######## block 1 ########
Figure 1. Sequential cells colored by netlist name (block 1).
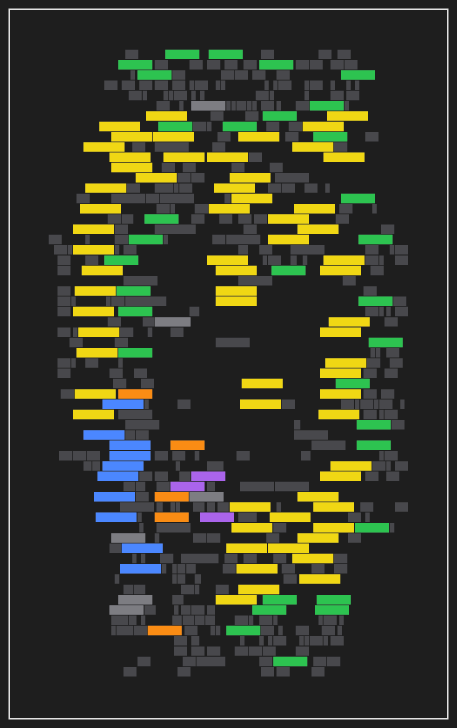

## src/rtl/regfile_write_arbiter.sv

```systemverilog
// Arbitrates the register file's single write port between the writeback stage (A, priority)
// and a small FIFO fed by multi-cycle units (B), with a starvation guard that forces B through.
module regfile_write_arbiter #(
  parameter int DEPTH        = 2,
  parameter int STARVE_LIMIT = 4,
  parameter int CNT_W        = 3
) (
  input  logic        Clk,
  input  logic        Rst,
  input  logic        A_Valid,
  input  logic [4:0]  A_Addr,
  input  logic [31:0] A_Data,
  output logic        A_Stall,
  input  logic        B_Valid,
  input  logic [4:0]  B_Addr,
  input  logic [31:0] B_Data,
  output logic        B_Ready,
  output logic [4:0]  WAddr,
  output logic [31:0] WData,
  output logic        RegWrite,
  output logic        B_Pending
);
  localparam int PW = (DEPTH > 1) ? $clog2(DEPTH) : 1;
  localparam int CW = PW + 1;

  typedef enum logic {PRIO_A, FORCE_B} state_t;

  logic [4:0]    addr_mem_q [DEPTH];
  logic [31:0]   data_mem_q [DEPTH];
  logic [PW-1:0] rd_q, wr_q;
  logic [CW-1:0] cnt_q;
  logic [CNT_W-1:0] starve_q, starve_d;
  state_t        state_q, state_d;
  logic          regwrite_q;
  logic [4:0]    waddr_q;
  logic [31:0]   wdata_q;

  logic empty, force_b, grant_a, grant_b, enq;

  // Writes to r0 and the reserved kernel registers are silently dropped.
  function automatic logic is_prot(input logic [4:0] a);
    return (a == 5'd0) || (a == 5'd26) || (a == 5'd27);
  endfunction

  assign empty     = (cnt_q == '0);
  assign B_Ready   = (cnt_q != CW'(DEPTH));
  assign B_Pending = !empty;
  // An empty FIFO in FORCE_B falls back to normal A-priority arbitration.
  assign force_b   = (state_q == FORCE_B) && !empty;
  assign A_Stall   = force_b && A_Valid;
  assign grant_a   = !force_b && A_Valid && !is_prot(A_Addr);
  assign grant_b   = !empty && !grant_a;
  assign enq       = B_Valid && B_Ready && !is_prot(B_Addr);

  assign RegWrite = regwrite_q;
  assign WAddr    = waddr_q;
  assign WData    = wdata_q;

  always_comb begin
    starve_d = '0;
    state_d  = PRIO_A;
    // Count only cycles where B waits because A took the port.
    if (!force_b && !empty && grant_a) starve_d = starve_q + 1'b1;
    if (starve_d == CNT_W'(STARVE_LIMIT)) state_d = FORCE_B;
  end

  always_ff @(posedge Clk) begin
    if (enq) begin
      addr_mem_q[wr_q] <= B_Addr;
      data_mem_q[wr_q] <= B_Data;
    end
  end

  always_ff @(posedge Clk or posedge Rst) begin
    if (Rst) begin
      rd_q       <= '0;
      wr_q       <= '0;
      cnt_q      <= '0;
      starve_q   <= '0;
      state_q    <= PRIO_A;
      regwrite_q <= 1'b0;
      waddr_q    <= '0;
      wdata_q    <= '0;
    end else begin
      if (enq)     wr_q <= wr_q + 1'b1;
      if (grant_b) rd_q <= rd_q + 1'b1;
      cnt_q      <= cnt_q + CW'(enq) - CW'(grant_b);
      starve_q   <= starve_d;
      state_q    <= state_d;
      regwrite_q <= grant_a || grant_b;
      if (grant_a) begin
        waddr_q <= A_Addr;
        wdata_q <= A_Data;
      end else if (grant_b) begin
        waddr_q <= addr_mem_q[rd_q];
        wdata_q <= data_mem_q[rd_q];
      end
    end
  end
endmodule

```

## config.mk

```make
export PLATFORM = sky130hd
export DESIGN_NAME = regfile_write_arbiter
export DESIGN_NICKNAME = d
export VERILOG_FILES = /design/src/rtl/regfile_write_arbiter.sv
export SDC_FILE = /design/constraint.sdc
export NUM_CORES = 1
export LEC_CHECK = 0
export CELL_PAD_IN_SITES_DETAIL_PLACEMENT = 0
export CELL_PAD_IN_SITES_GLOBAL_PLACEMENT = 1
export CORE_ASPECT_RATIO = 1.75
export CORE_MARGIN = 10
export CORE_UTILIZATION = 30
export CTS_CLUSTER_DIAMETER = 40
export CTS_CLUSTER_SIZE = 30
export DETAILED_ROUTE_END_ITERATION = 16
export MAX_ROUTING_LAYER = met4
export PLACE_DENSITY = 0.69
export RECOVER_POWER = 100
export SLEW_MARGIN = 20
export SYNTH_ARGS = -nofsm -noshare
export SYNTH_HDL_FRONTEND = slang
export SYNTH_SLANG_ARGS = --single-unit
```

## constraint.sdc

```tcl
create_clock -name Clk -period 8.7 [get_ports Clk]
set_clock_uncertainty 0.2 [all_clocks]
set_input_delay 2.175 -clock Clk [delete_from_list [all_inputs] [get_ports Clk]]
set_output_delay 2.175 -clock Clk [all_outputs]
set_load 0.03 [all_outputs]
```

######## block 2 ########
$ cat src/rtl/move_sort_sequencer_pkg.sv
// Shared types and defaults for the move_sort pass sequencer.
package move_sort_sequencer_pkg;

  // Move word width; must match the RAM_WIDTH of the attached move_sort.
  localparam int RAM_WIDTH_DEF      = 16;
  localparam int TIMEOUT_DEF        = 4096;
  localparam int MAX_POSITIONS_DEF  = 256;

  typedef enum logic [3:0] {
    S_RESET_HOLD,
    S_IDLE,
    S_ARM,
    S_FILL,
    S_KICK,
    S_SORT_WAIT,
    S_DONE,
    S_DRAIN,
    S_DONE_NOSORT,
    S_ABORT
  } seq_state_t;

  // Count must be able to hold MAX_POSITIONS itself, hence the extra bit.
  function automatic int cnt_width(input int max_pos);
    return $clog2(max_pos) + 1;
  endfunction

endpackage

$ cat src/rtl/move_sort_sequencer_if.sv
// Host, generator-stream and move_sort signals of the sequencer.
interface move_sort_sequencer_if
  import move_sort_sequencer_pkg::*;
#(
  parameter int RAM_WIDTH = RAM_WIDTH_DEF,
  parameter int CNT_W     = cnt_width(MAX_POSITIONS_DEF)
);
  // host side
  logic                 host_start;
  logic                 host_white_to_move;
  logic                 host_ack;
  logic                 host_abort;
  logic                 busy;
  logic                 done;
  logic [CNT_W-1:0]     move_count;
  logic                 err_overflow;
  logic                 err_timeout;
  // generator stream
  logic                 gen_valid;
  logic                 gen_ready;
  logic [RAM_WIDTH-1:0] gen_data;
  logic                 gen_last;
  logic                 gen_empty;
  // move_sort control
  logic                 sort_evaluate_go;
  logic                 sort_white_to_move;
  logic                 sort_wr_addr_init;
  logic                 sort_wr;
  logic [RAM_WIDTH-1:0] sort_wr_data;
  logic                 sort_start;
  logic                 sort_clear;
  logic                 sort_reset;
  logic                 sort_complete;

  modport master (
    input  host_start, host_white_to_move, host_ack, host_abort,
           gen_valid, gen_data, gen_last, gen_empty, sort_complete,
    output busy, done, move_count, err_overflow, err_timeout, gen_ready,
           sort_evaluate_go, sort_white_to_move, sort_wr_addr_init, sort_wr,
           sort_wr_data, sort_start, sort_clear, sort_reset
  );

  modport slave (
    output host_start, host_white_to_move, host_ack, host_abort,
           gen_valid, gen_data, gen_last, gen_empty, sort_complete,
    input  busy, done, move_count, err_overflow, err_timeout, gen_ready,
           sort_evaluate_go, sort_white_to_move, sort_wr_addr_init, sort_wr,
           sort_wr_data, sort_start, sort_clear, sort_reset
  );
endinterface

$ cat src/rtl/move_sort_sequencer_sort_watchdog.sv
// Loadable down-counter guarding the sort phase; expires after
// TIMEOUT_CYCLES enabled cycles following a load.
module sort_watchdog #(
  parameter int TIMEOUT_CYCLES = 4096
) (
  input  logic clk,
  input  logic reset,
  input  logic i_load,
  input  logic i_en,
  output logic o_expire
);
  localparam int CW = $clog2(TIMEOUT_CYCLES + 1);

  logic [CW-1:0] r_cnt;

  // Count down while enabled; parks at zero so it fires only once per load.
  always_ff @(posedge clk or negedge reset) begin
    if (!reset)                      r_cnt <= '0;
    else if (i_load)                 r_cnt <= CW'(TIMEOUT_CYCLES);
    else if (i_en && r_cnt != '0)    r_cnt <= r_cnt - 1'b1;
  end

  // Fires in the last enabled cycle of the budget.
  assign o_expire = i_en && (r_cnt == CW'(1));
endmodule

$ cat src/rtl/move_sort_sequencer.sv
// Sequences one move_sort pass: arm, stream moves in, sort, hand the result
// to the host, clear. Also guards move_sort against empty lists, overflow
// and stalled sorts.
module move_sort_sequencer
  import move_sort_sequencer_pkg::*;
#(
  parameter int RAM_WIDTH      = RAM_WIDTH_DEF,
  parameter int TIMEOUT_CYCLES = TIMEOUT_DEF,
  parameter int MAX_POSITIONS  = MAX_POSITIONS_DEF
) (
  input  logic                 clk,
  input  logic                 reset,
  move_sort_sequencer_if.master bus
);
  localparam int CNT_W = cnt_width(MAX_POSITIONS);

  seq_state_t           r_state;
  logic                 r_hold, r_flush;
  logic                 r_busy, r_done, r_ovf, r_tmo, r_gen_ready;
  logic                 r_eval_go, r_side, r_addr_init, r_wr;
  logic                 r_start, r_clear, r_sreset;
  logic [CNT_W-1:0]     r_cnt;
  logic [RAM_WIDTH-1:0] r_wr_data;

  logic w_accept, w_end_beat, w_abort, w_flush_req;
  logic w_wd_load, w_wd_en, w_wd_expire;

  assign w_accept   = bus.gen_valid & r_gen_ready;
  assign w_end_beat = w_accept & (bus.gen_last | bus.gen_empty);
  assign w_abort    = bus.host_abort & (r_state != S_IDLE) &
                      (r_state != S_RESET_HOLD) & (r_state != S_ABORT);
  // Flush the generator only if its list for this pass is still in flight;
  // a last beat taken in the abort cycle itself already closes it.
  assign w_flush_req = (r_state == S_ARM) |
                       ((r_state == S_FILL) & ~(w_accept & bus.gen_last));
  assign w_wd_load  = (r_state == S_KICK);
  assign w_wd_en    = (r_state == S_SORT_WAIT);

  sort_watchdog #(.TIMEOUT_CYCLES(TIMEOUT_CYCLES)) u_wd (
    .clk      (clk),
    .reset    (reset),
    .i_load   (w_wd_load),
    .i_en     (w_wd_en),
    .o_expire (w_wd_expire)
  );

  // Pass sequencer; every output is a register set here.
  always_ff @(posedge clk or negedge reset) begin
    if (!reset) begin
      r_state     <= S_RESET_HOLD;
      r_hold      <= 1'b0;
      r_flush     <= 1'b0;
      r_busy      <= 1'b0;
      r_done      <= 1'b0;
      r_ovf       <= 1'b0;
      r_tmo       <= 1'b0;
      r_gen_ready <= 1'b0;
      r_eval_go   <= 1'b0;
      r_side      <= 1'b0;
      r_addr_init <= 1'b0;
      r_wr        <= 1'b0;
      r_start     <= 1'b0;
      r_clear     <= 1'b0;
      r_sreset    <= 1'b1;
      r_cnt       <= '0;
      r_wr_data   <= '0;
    end else begin
      r_eval_go   <= 1'b0;
      r_addr_init <= 1'b0;
      r_wr        <= 1'b0;
      r_start     <= 1'b0;
      r_clear     <= 1'b0;
      if (w_abort) begin
        r_state     <= S_ABORT;
        r_sreset    <= 1'b1;
        r_hold      <= 1'b0;
        r_flush     <= w_flush_req;
        r_gen_ready <= w_flush_req;
        r_done      <= 1'b0;
      end else begin
        case (r_state)
          S_RESET_HOLD: begin
            if (!r_hold) r_hold <= 1'b1;
            else begin
              r_hold   <= 1'b0;
              r_sreset <= 1'b0;
              r_state  <= S_IDLE;
            end
          end
          S_IDLE: begin
            if (bus.host_start) begin
              r_side      <= bus.host_white_to_move;
              r_cnt       <= '0;
              r_ovf       <= 1'b0;
              r_tmo       <= 1'b0;
              r_done      <= 1'b0;
              r_addr_init <= 1'b1;
              r_busy      <= 1'b1;
              r_state     <= S_ARM;
            end
          end
          S_ARM: begin
            if (bus.gen_valid) begin
              // Ready rises next cycle to take this same beat.
              r_gen_ready <= 1'b1;
              if (bus.gen_empty) begin
                r_done  <= 1'b1;
                r_state <= S_DONE_NOSORT;
              end else begin
                r_eval_go <= 1'b1;
                r_state   <= S_FILL;
              end
            end
          end
          S_FILL: begin
            if (w_accept) begin
              if (r_cnt < CNT_W'(MAX_POSITIONS)) begin
                r_wr      <= 1'b1;
                r_wr_data <= bus.gen_data;
                r_cnt     <= r_cnt + 1'b1;
              end else begin
                r_ovf <= 1'b1;
              end
              if (bus.gen_last) begin
                r_gen_ready <= 1'b0;
                r_state     <= S_KICK;
              end
            end
          end
          S_KICK: begin
            r_start <= 1'b1;
            r_state <= S_SORT_WAIT;
          end
          S_SORT_WAIT: begin
            if (bus.sort_complete) begin
              r_done  <= 1'b1;
              r_state <= S_DONE;
            end else if (w_wd_expire) begin
              // Stalled sort: report it, then reset move_sort.
              r_tmo    <= 1'b1;
              r_done   <= 1'b1;
              r_sreset <= 1'b1;
              r_hold   <= 1'b0;
              r_flush  <= 1'b0;
              r_state  <= S_ABORT;
            end
          end
          S_DONE: begin
            if (bus.host_ack) begin
              r_clear <= 1'b1;
              r_done  <= 1'b0;
              r_state <= S_DRAIN;
            end
          end
          S_DRAIN: begin
            if (!bus.sort_complete) begin
              r_busy  <= 1'b0;
              r_state <= S_IDLE;
            end
          end
          S_DONE_NOSORT: begin
            r_gen_ready <= 1'b0;
            if (bus.host_ack) begin
              r_done  <= 1'b0;
              r_busy  <= 1'b0;
              r_state <= S_IDLE;
            end
          end
          S_ABORT: begin
            // sort_reset spans two cycles; leave once the flush has closed too.
            if (w_end_beat) begin
              r_flush     <= 1'b0;
              r_gen_ready <= 1'b0;
            end
            if (!r_hold) r_hold <= 1'b1;
            else begin
              r_sreset <= 1'b0;
              if (!r_flush || w_end_beat) begin
                r_hold  <= 1'b0;
                r_busy  <= 1'b0;
                r_state <= S_IDLE;
              end
            end
          end
          default: r_state <= S_IDLE;
        endcase
      end
    end
  end

  assign bus.busy               = r_busy;
  assign bus.done               = r_done;
  assign bus.move_count         = r_cnt;
  assign bus.err_overflow       = r_ovf;
  assign bus.err_timeout        = r_tmo;
  assign bus.gen_ready          = r_gen_ready;
  assign bus.sort_evaluate_go   = r_eval_go;
  assign bus.sort_white_to_move = r_side;
  assign bus.sort_wr_addr_init  = r_addr_init;
  assign bus.sort_wr            = r_wr;
  assign bus.sort_wr_data       = r_wr_data;
  assign bus.sort_start         = r_start;
  assign bus.sort_clear         = r_clear;
  assign bus.sort_reset         = r_sreset;
endmodule

$ cat src/flat_wrapper.sv
// flat-port wrapper written by rule: the top's interface ports become plain ports
module move_sort_sequencer_flat import move_sort_sequencer_pkg::*;
#(
  parameter int RAM_WIDTH      = RAM_WIDTH_DEF,
  parameter int TIMEOUT_CYCLES = TIMEOUT_DEF,
  parameter int MAX_POSITIONS  = MAX_POSITIONS_DEF
)
  (clk, reset, bus_host_start, bus_host_white_to_move, bus_host_ack, bus_host_abort, bus_gen_valid, bus_gen_data, bus_gen_last, bus_gen_empty, bus_sort_complete, bus_busy, bus_done, bus_move_count, bus_err_overflow, bus_err_timeout, bus_gen_ready, bus_sort_evaluate_go, bus_sort_white_to_move, bus_sort_wr_addr_init, bus_sort_wr, bus_sort_wr_data, bus_sort_start, bus_sort_clear, bus_sort_reset);
  move_sort_sequencer_if #(.RAM_WIDTH(RAM_WIDTH), .CNT_W((cnt_width((8))))) bus_i ();
  input  logic clk;
  input  logic reset;
  input wire logic [$bits(bus_i.host_start)-1:0] bus_host_start;
  input wire logic [$bits(bus_i.host_white_to_move)-1:0] bus_host_white_to_move;
  input wire logic [$bits(bus_i.host_ack)-1:0] bus_host_ack;
  input wire logic [$bits(bus_i.host_abort)-1:0] bus_host_abort;
  input wire logic [$bits(bus_i.gen_valid)-1:0] bus_gen_valid;
  input wire logic [$bits(bus_i.gen_data)-1:0] bus_gen_data;
  input wire logic [$bits(bus_i.gen_last)-1:0] bus_gen_last;
  input wire logic [$bits(bus_i.gen_empty)-1:0] bus_gen_empty;
  input wire logic [$bits(bus_i.sort_complete)-1:0] bus_sort_complete;
  output wire logic [$bits(bus_i.busy)-1:0] bus_busy;
  output wire logic [$bits(bus_i.done)-1:0] bus_done;
  output wire logic [$bits(bus_i.move_count)-1:0] bus_move_count;
  output wire logic [$bits(bus_i.err_overflow)-1:0] bus_err_overflow;
  output wire logic [$bits(bus_i.err_timeout)-1:0] bus_err_timeout;
  output wire logic [$bits(bus_i.gen_ready)-1:0] bus_gen_ready;
  output wire logic [$bits(bus_i.sort_evaluate_go)-1:0] bus_sort_evaluate_go;
  output wire logic [$bits(bus_i.sort_white_to_move)-1:0] bus_sort_white_to_move;
  output wire logic [$bits(bus_i.sort_wr_addr_init)-1:0] bus_sort_wr_addr_init;
  output wire logic [$bits(bus_i.sort_wr)-1:0] bus_sort_wr;
  output wire logic [$bits(bus_i.sort_wr_data)-1:0] bus_sort_wr_data;
  output wire logic [$bits(bus_i.sort_start)-1:0] bus_sort_start;
  output wire logic [$bits(bus_i.sort_clear)-1:0] bus_sort_clear;
  output wire logic [$bits(bus_i.sort_reset)-1:0] bus_sort_reset;
  assign bus_i.host_start = bus_host_start;
  assign bus_i.host_white_to_move = bus_host_white_to_move;
  assign bus_i.host_ack = bus_host_ack;
  assign bus_i.host_abort = bus_host_abort;
  assign bus_i.gen_valid = bus_gen_valid;
  assign bus_i.gen_data = bus_gen_data;
  assign bus_i.gen_last = bus_gen_last;
  assign bus_i.gen_empty = bus_gen_empty;
  assign bus_i.sort_complete = bus_sort_complete;
  assign bus_busy = bus_i.busy;
  assign bus_done = bus_i.done;
  assign bus_move_count = bus_i.move_count;
  assign bus_err_overflow = bus_i.err_overflow;
  assign bus_err_timeout = bus_i.err_timeout;
  assign bus_gen_ready = bus_i.gen_ready;
  assign bus_sort_evaluate_go = bus_i.sort_evaluate_go;
  assign bus_sort_white_to_move = bus_i.sort_white_to_move;
  assign bus_sort_wr_addr_init = bus_i.sort_wr_addr_init;
  assign bus_sort_wr = bus_i.sort_wr;
  assign bus_sort_wr_data = bus_i.sort_wr_data;
  assign bus_sort_start = bus_i.sort_start;
  assign bus_sort_clear = bus_i.sort_clear;
  assign bus_sort_reset = bus_i.sort_reset;
  move_sort_sequencer #(.RAM_WIDTH(RAM_WIDTH), .TIMEOUT_CYCLES(TIMEOUT_CYCLES), .MAX_POSITIONS(MAX_POSITIONS)) u_core (.clk(clk), .reset(reset), .bus(bus_i));
endmodule
$ cat config.mk
export PLATFORM = sky130hd
export DESIGN_NAME = move_sort_sequencer_flat
export DESIGN_NICKNAME = d
export VERILOG_FILES = /design/src/rtl/move_sort_sequencer_pkg.sv /design/src/rtl/move_sort_sequencer_if.sv /design/src/rtl/move_sort_sequencer_sort_watchdog.sv /design/src/rtl/move_sort_sequencer.sv /design/src/flat_wrapper.sv
export SDC_FILE = /design/constraint.sdc
export NUM_CORES = 1
export LEC_CHECK = 0
export ABC_AREA = 1
export CAP_MARGIN = 20
export CORE_MARGIN = 2
export CORE_UTILIZATION = 53
export CTS_CLUSTER_DIAMETER = 200
export DETAILED_ROUTE_END_ITERATION = 8
export GPL_TIMING_DRIVEN = 0
export PLACE_DENSITY = 0.85
export SLEW_MARGIN = 30
export SYNTH_ARGS = -nofsm -noshare
export SYNTH_HDL_FRONTEND = slang
export SYNTH_SLANG_ARGS = --single-unit
export TNS_END_PERCENT = 1
$ cat constraint.sdc
create_clock -name clk -period 1.7 [get_ports clk]
set_clock_uncertainty 0.05 [all_clocks]
set_input_delay 0.34 -clock clk [delete_from_list [all_inputs] [get_ports clk]]
set_output_delay 0.34 -clock clk [all_outputs]
set_load 0.1 [all_outputs]

==> layout pictures side by side <==
Clock distribution.
The bar under the picture is 20 µm long.
shot_01.png
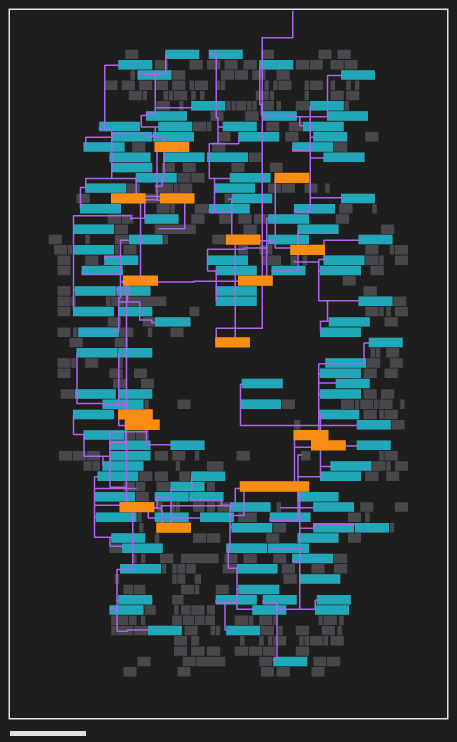
shot_02.png
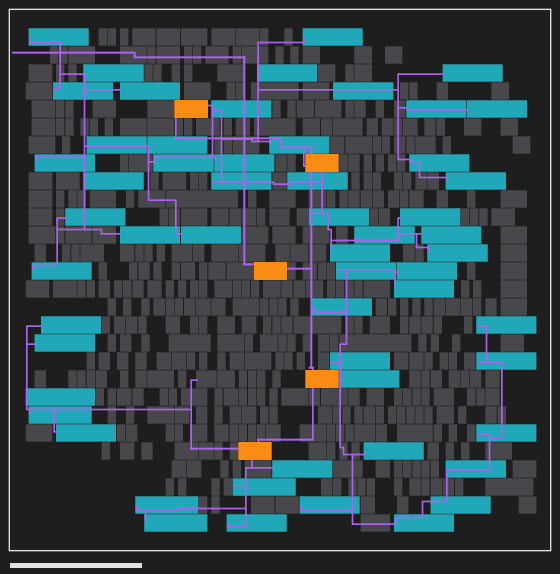
| picture | from |
|---|---|
| shot_01.png | block 1 |
| shot_02.png | block 2 |
Of these, largest die: shot_01.png
Of these, most sequential cells: shot_01.png

Key to shot_01.png:
clock wires -> purple  # length 1610 µm
clock drivers -> orange  # count 17
flip-flops -> cyan  # count 120
routed clock nets = 18

Figure 2. Signal wires on met4 (block 2).
Supply wires on this layer in gray.
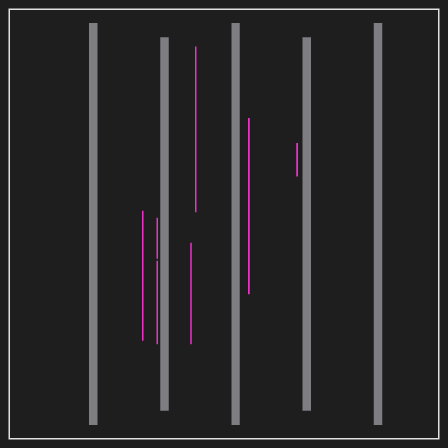
longest straight run = 33.3 µm
share of all routed wire = 1.7%
main direction = vertical
nets with wire on the layer = 7

==> flow_summary.ini, block 2 <==
; synthesis and place-and-route metrics
[clock_tree]
cts_hold_buffers = 1
cts_root_buf = clkbuf_8

[status]
status = complete, but fails checks
violations = negative setup slack

[power]
internal-power_mw = 4.05
power.leakage_nw = 2.21
comb-power_mw = 5.68

[cells_and_area]
area_delta_synth_final_pct = 35.1
diodes = 0
n_clock_buffer = 5
sh_seq_area = 0.327

[detailed_routing]
wl_met1_um = 3450
vias = 3177

[sta]
layout_setup_ws_ns = -0.0245
finalSetupViolCount = 6
slew_headroom = 0.622
tns_ns = -0.0598

[synthesis]
synthTopLogicFamily = simple AND/OR/NAND/NOR gates
syn_inst = 443
synthXorXnorAreaFrac = 0.0110
top_cell_area_share = 0.431

[global_routing]
grt_pass1_wl_um = 13000

[critical_path]
path_max_fanout = 7
endpoint = u_core.bus.err_overflow$_DFFE_PN0P_
r2r-start = u_core.r_state[3]$_DFFE_PN0P_
crit_arrival_ns = 1.89

[die]
dieArea_mm2 = 0.00666

[placement]
place_area_mm2 = 0.00388
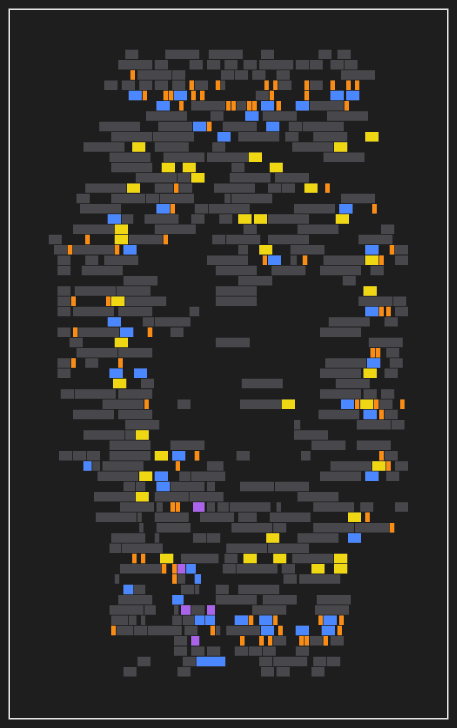
Figure 3: block 1, selected gate families.
inv cells -> orange  # cells 78, most used inv_1
aoi and oai cells -> blue  # cells 44, most used a222oi_1
and/or cells -> purple  # cells 5, most used and3_1, where south
mux cells -> yellow  # cells 37, most used mux2i_1

Notes on Figure 1 above:
addr_mem_q -> blue  # flops 10
starve_q -> purple  # flops 3
WAddr -> orange  # flops 5
WData -> green  # flops 32
data_mem_q -> yellow  # flops 64

==> flow_summary.ini, block 1 <==
; synthesis and place-and-route metrics
[status]
status = complete, but fails checks
violations = max-capacitance violations, max-slew violations

[die]
ios = 119

[power]
power.share.clock = 0.305
switchingPower_mw = 0.742
maxPowerGroup = sequential cells

[global_routing]
use_met3 = 0.0260
grt_pass1_wl_um = 18700
antenna_found_initial = 1

[cells_and_area]
bufAreaShareNonClock = 0.184
nNetsFinal = 530
largest_class = flip-flops and latches
n_all_buffers = 125
comb_share = 0.148

[sta]
slew_headroom = -0.839
maxClockFrequency_ghz = 0.165
final-hold-violation-count = 0
tns_ns = 0
slew_violations = 139

[critical_path]
r2r_slack_ns = 5.10
critical_path_buf_inv_count = 2
r2r-start = cnt_q[1]$_DFF_PP0_
path_max_fanout = 5

[job]
maxCapViolations = 5

[detailed_routing]
dr.first_iter.drc_count = 224

[synthesis]
yosys.area_share.aoi = 0.0901

[min_path]
hold_depth = 1


==> notes/layouts.md <==
Pictures saved along the way, in no particular order.

Cell sizes after repair.
The bar under the picture is 20 µm long.
panel A
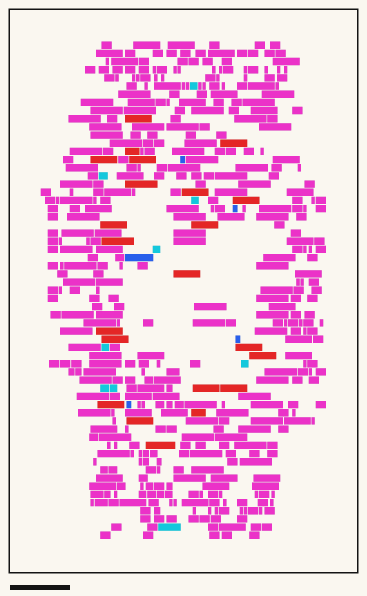
panel B
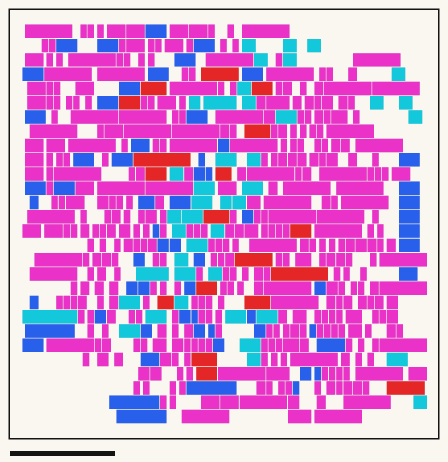
Block 2 is panel B.
Block 1 is panel A.
The one with the largest die is panel A.

Key to panel A:
_0 and _1 cells -> magenta  # cells 426, share 92%, most used dlygate4sd3_1
_6 and larger -> red  # cells 22, share 4.8%, most used clkbuf_16
_3 and _4 cells -> cyan  # cells 9, share 1.9%, most used clkinvlp_4
_2 cells -> blue  # cells 5, share 1.1%, most used clkinv_2

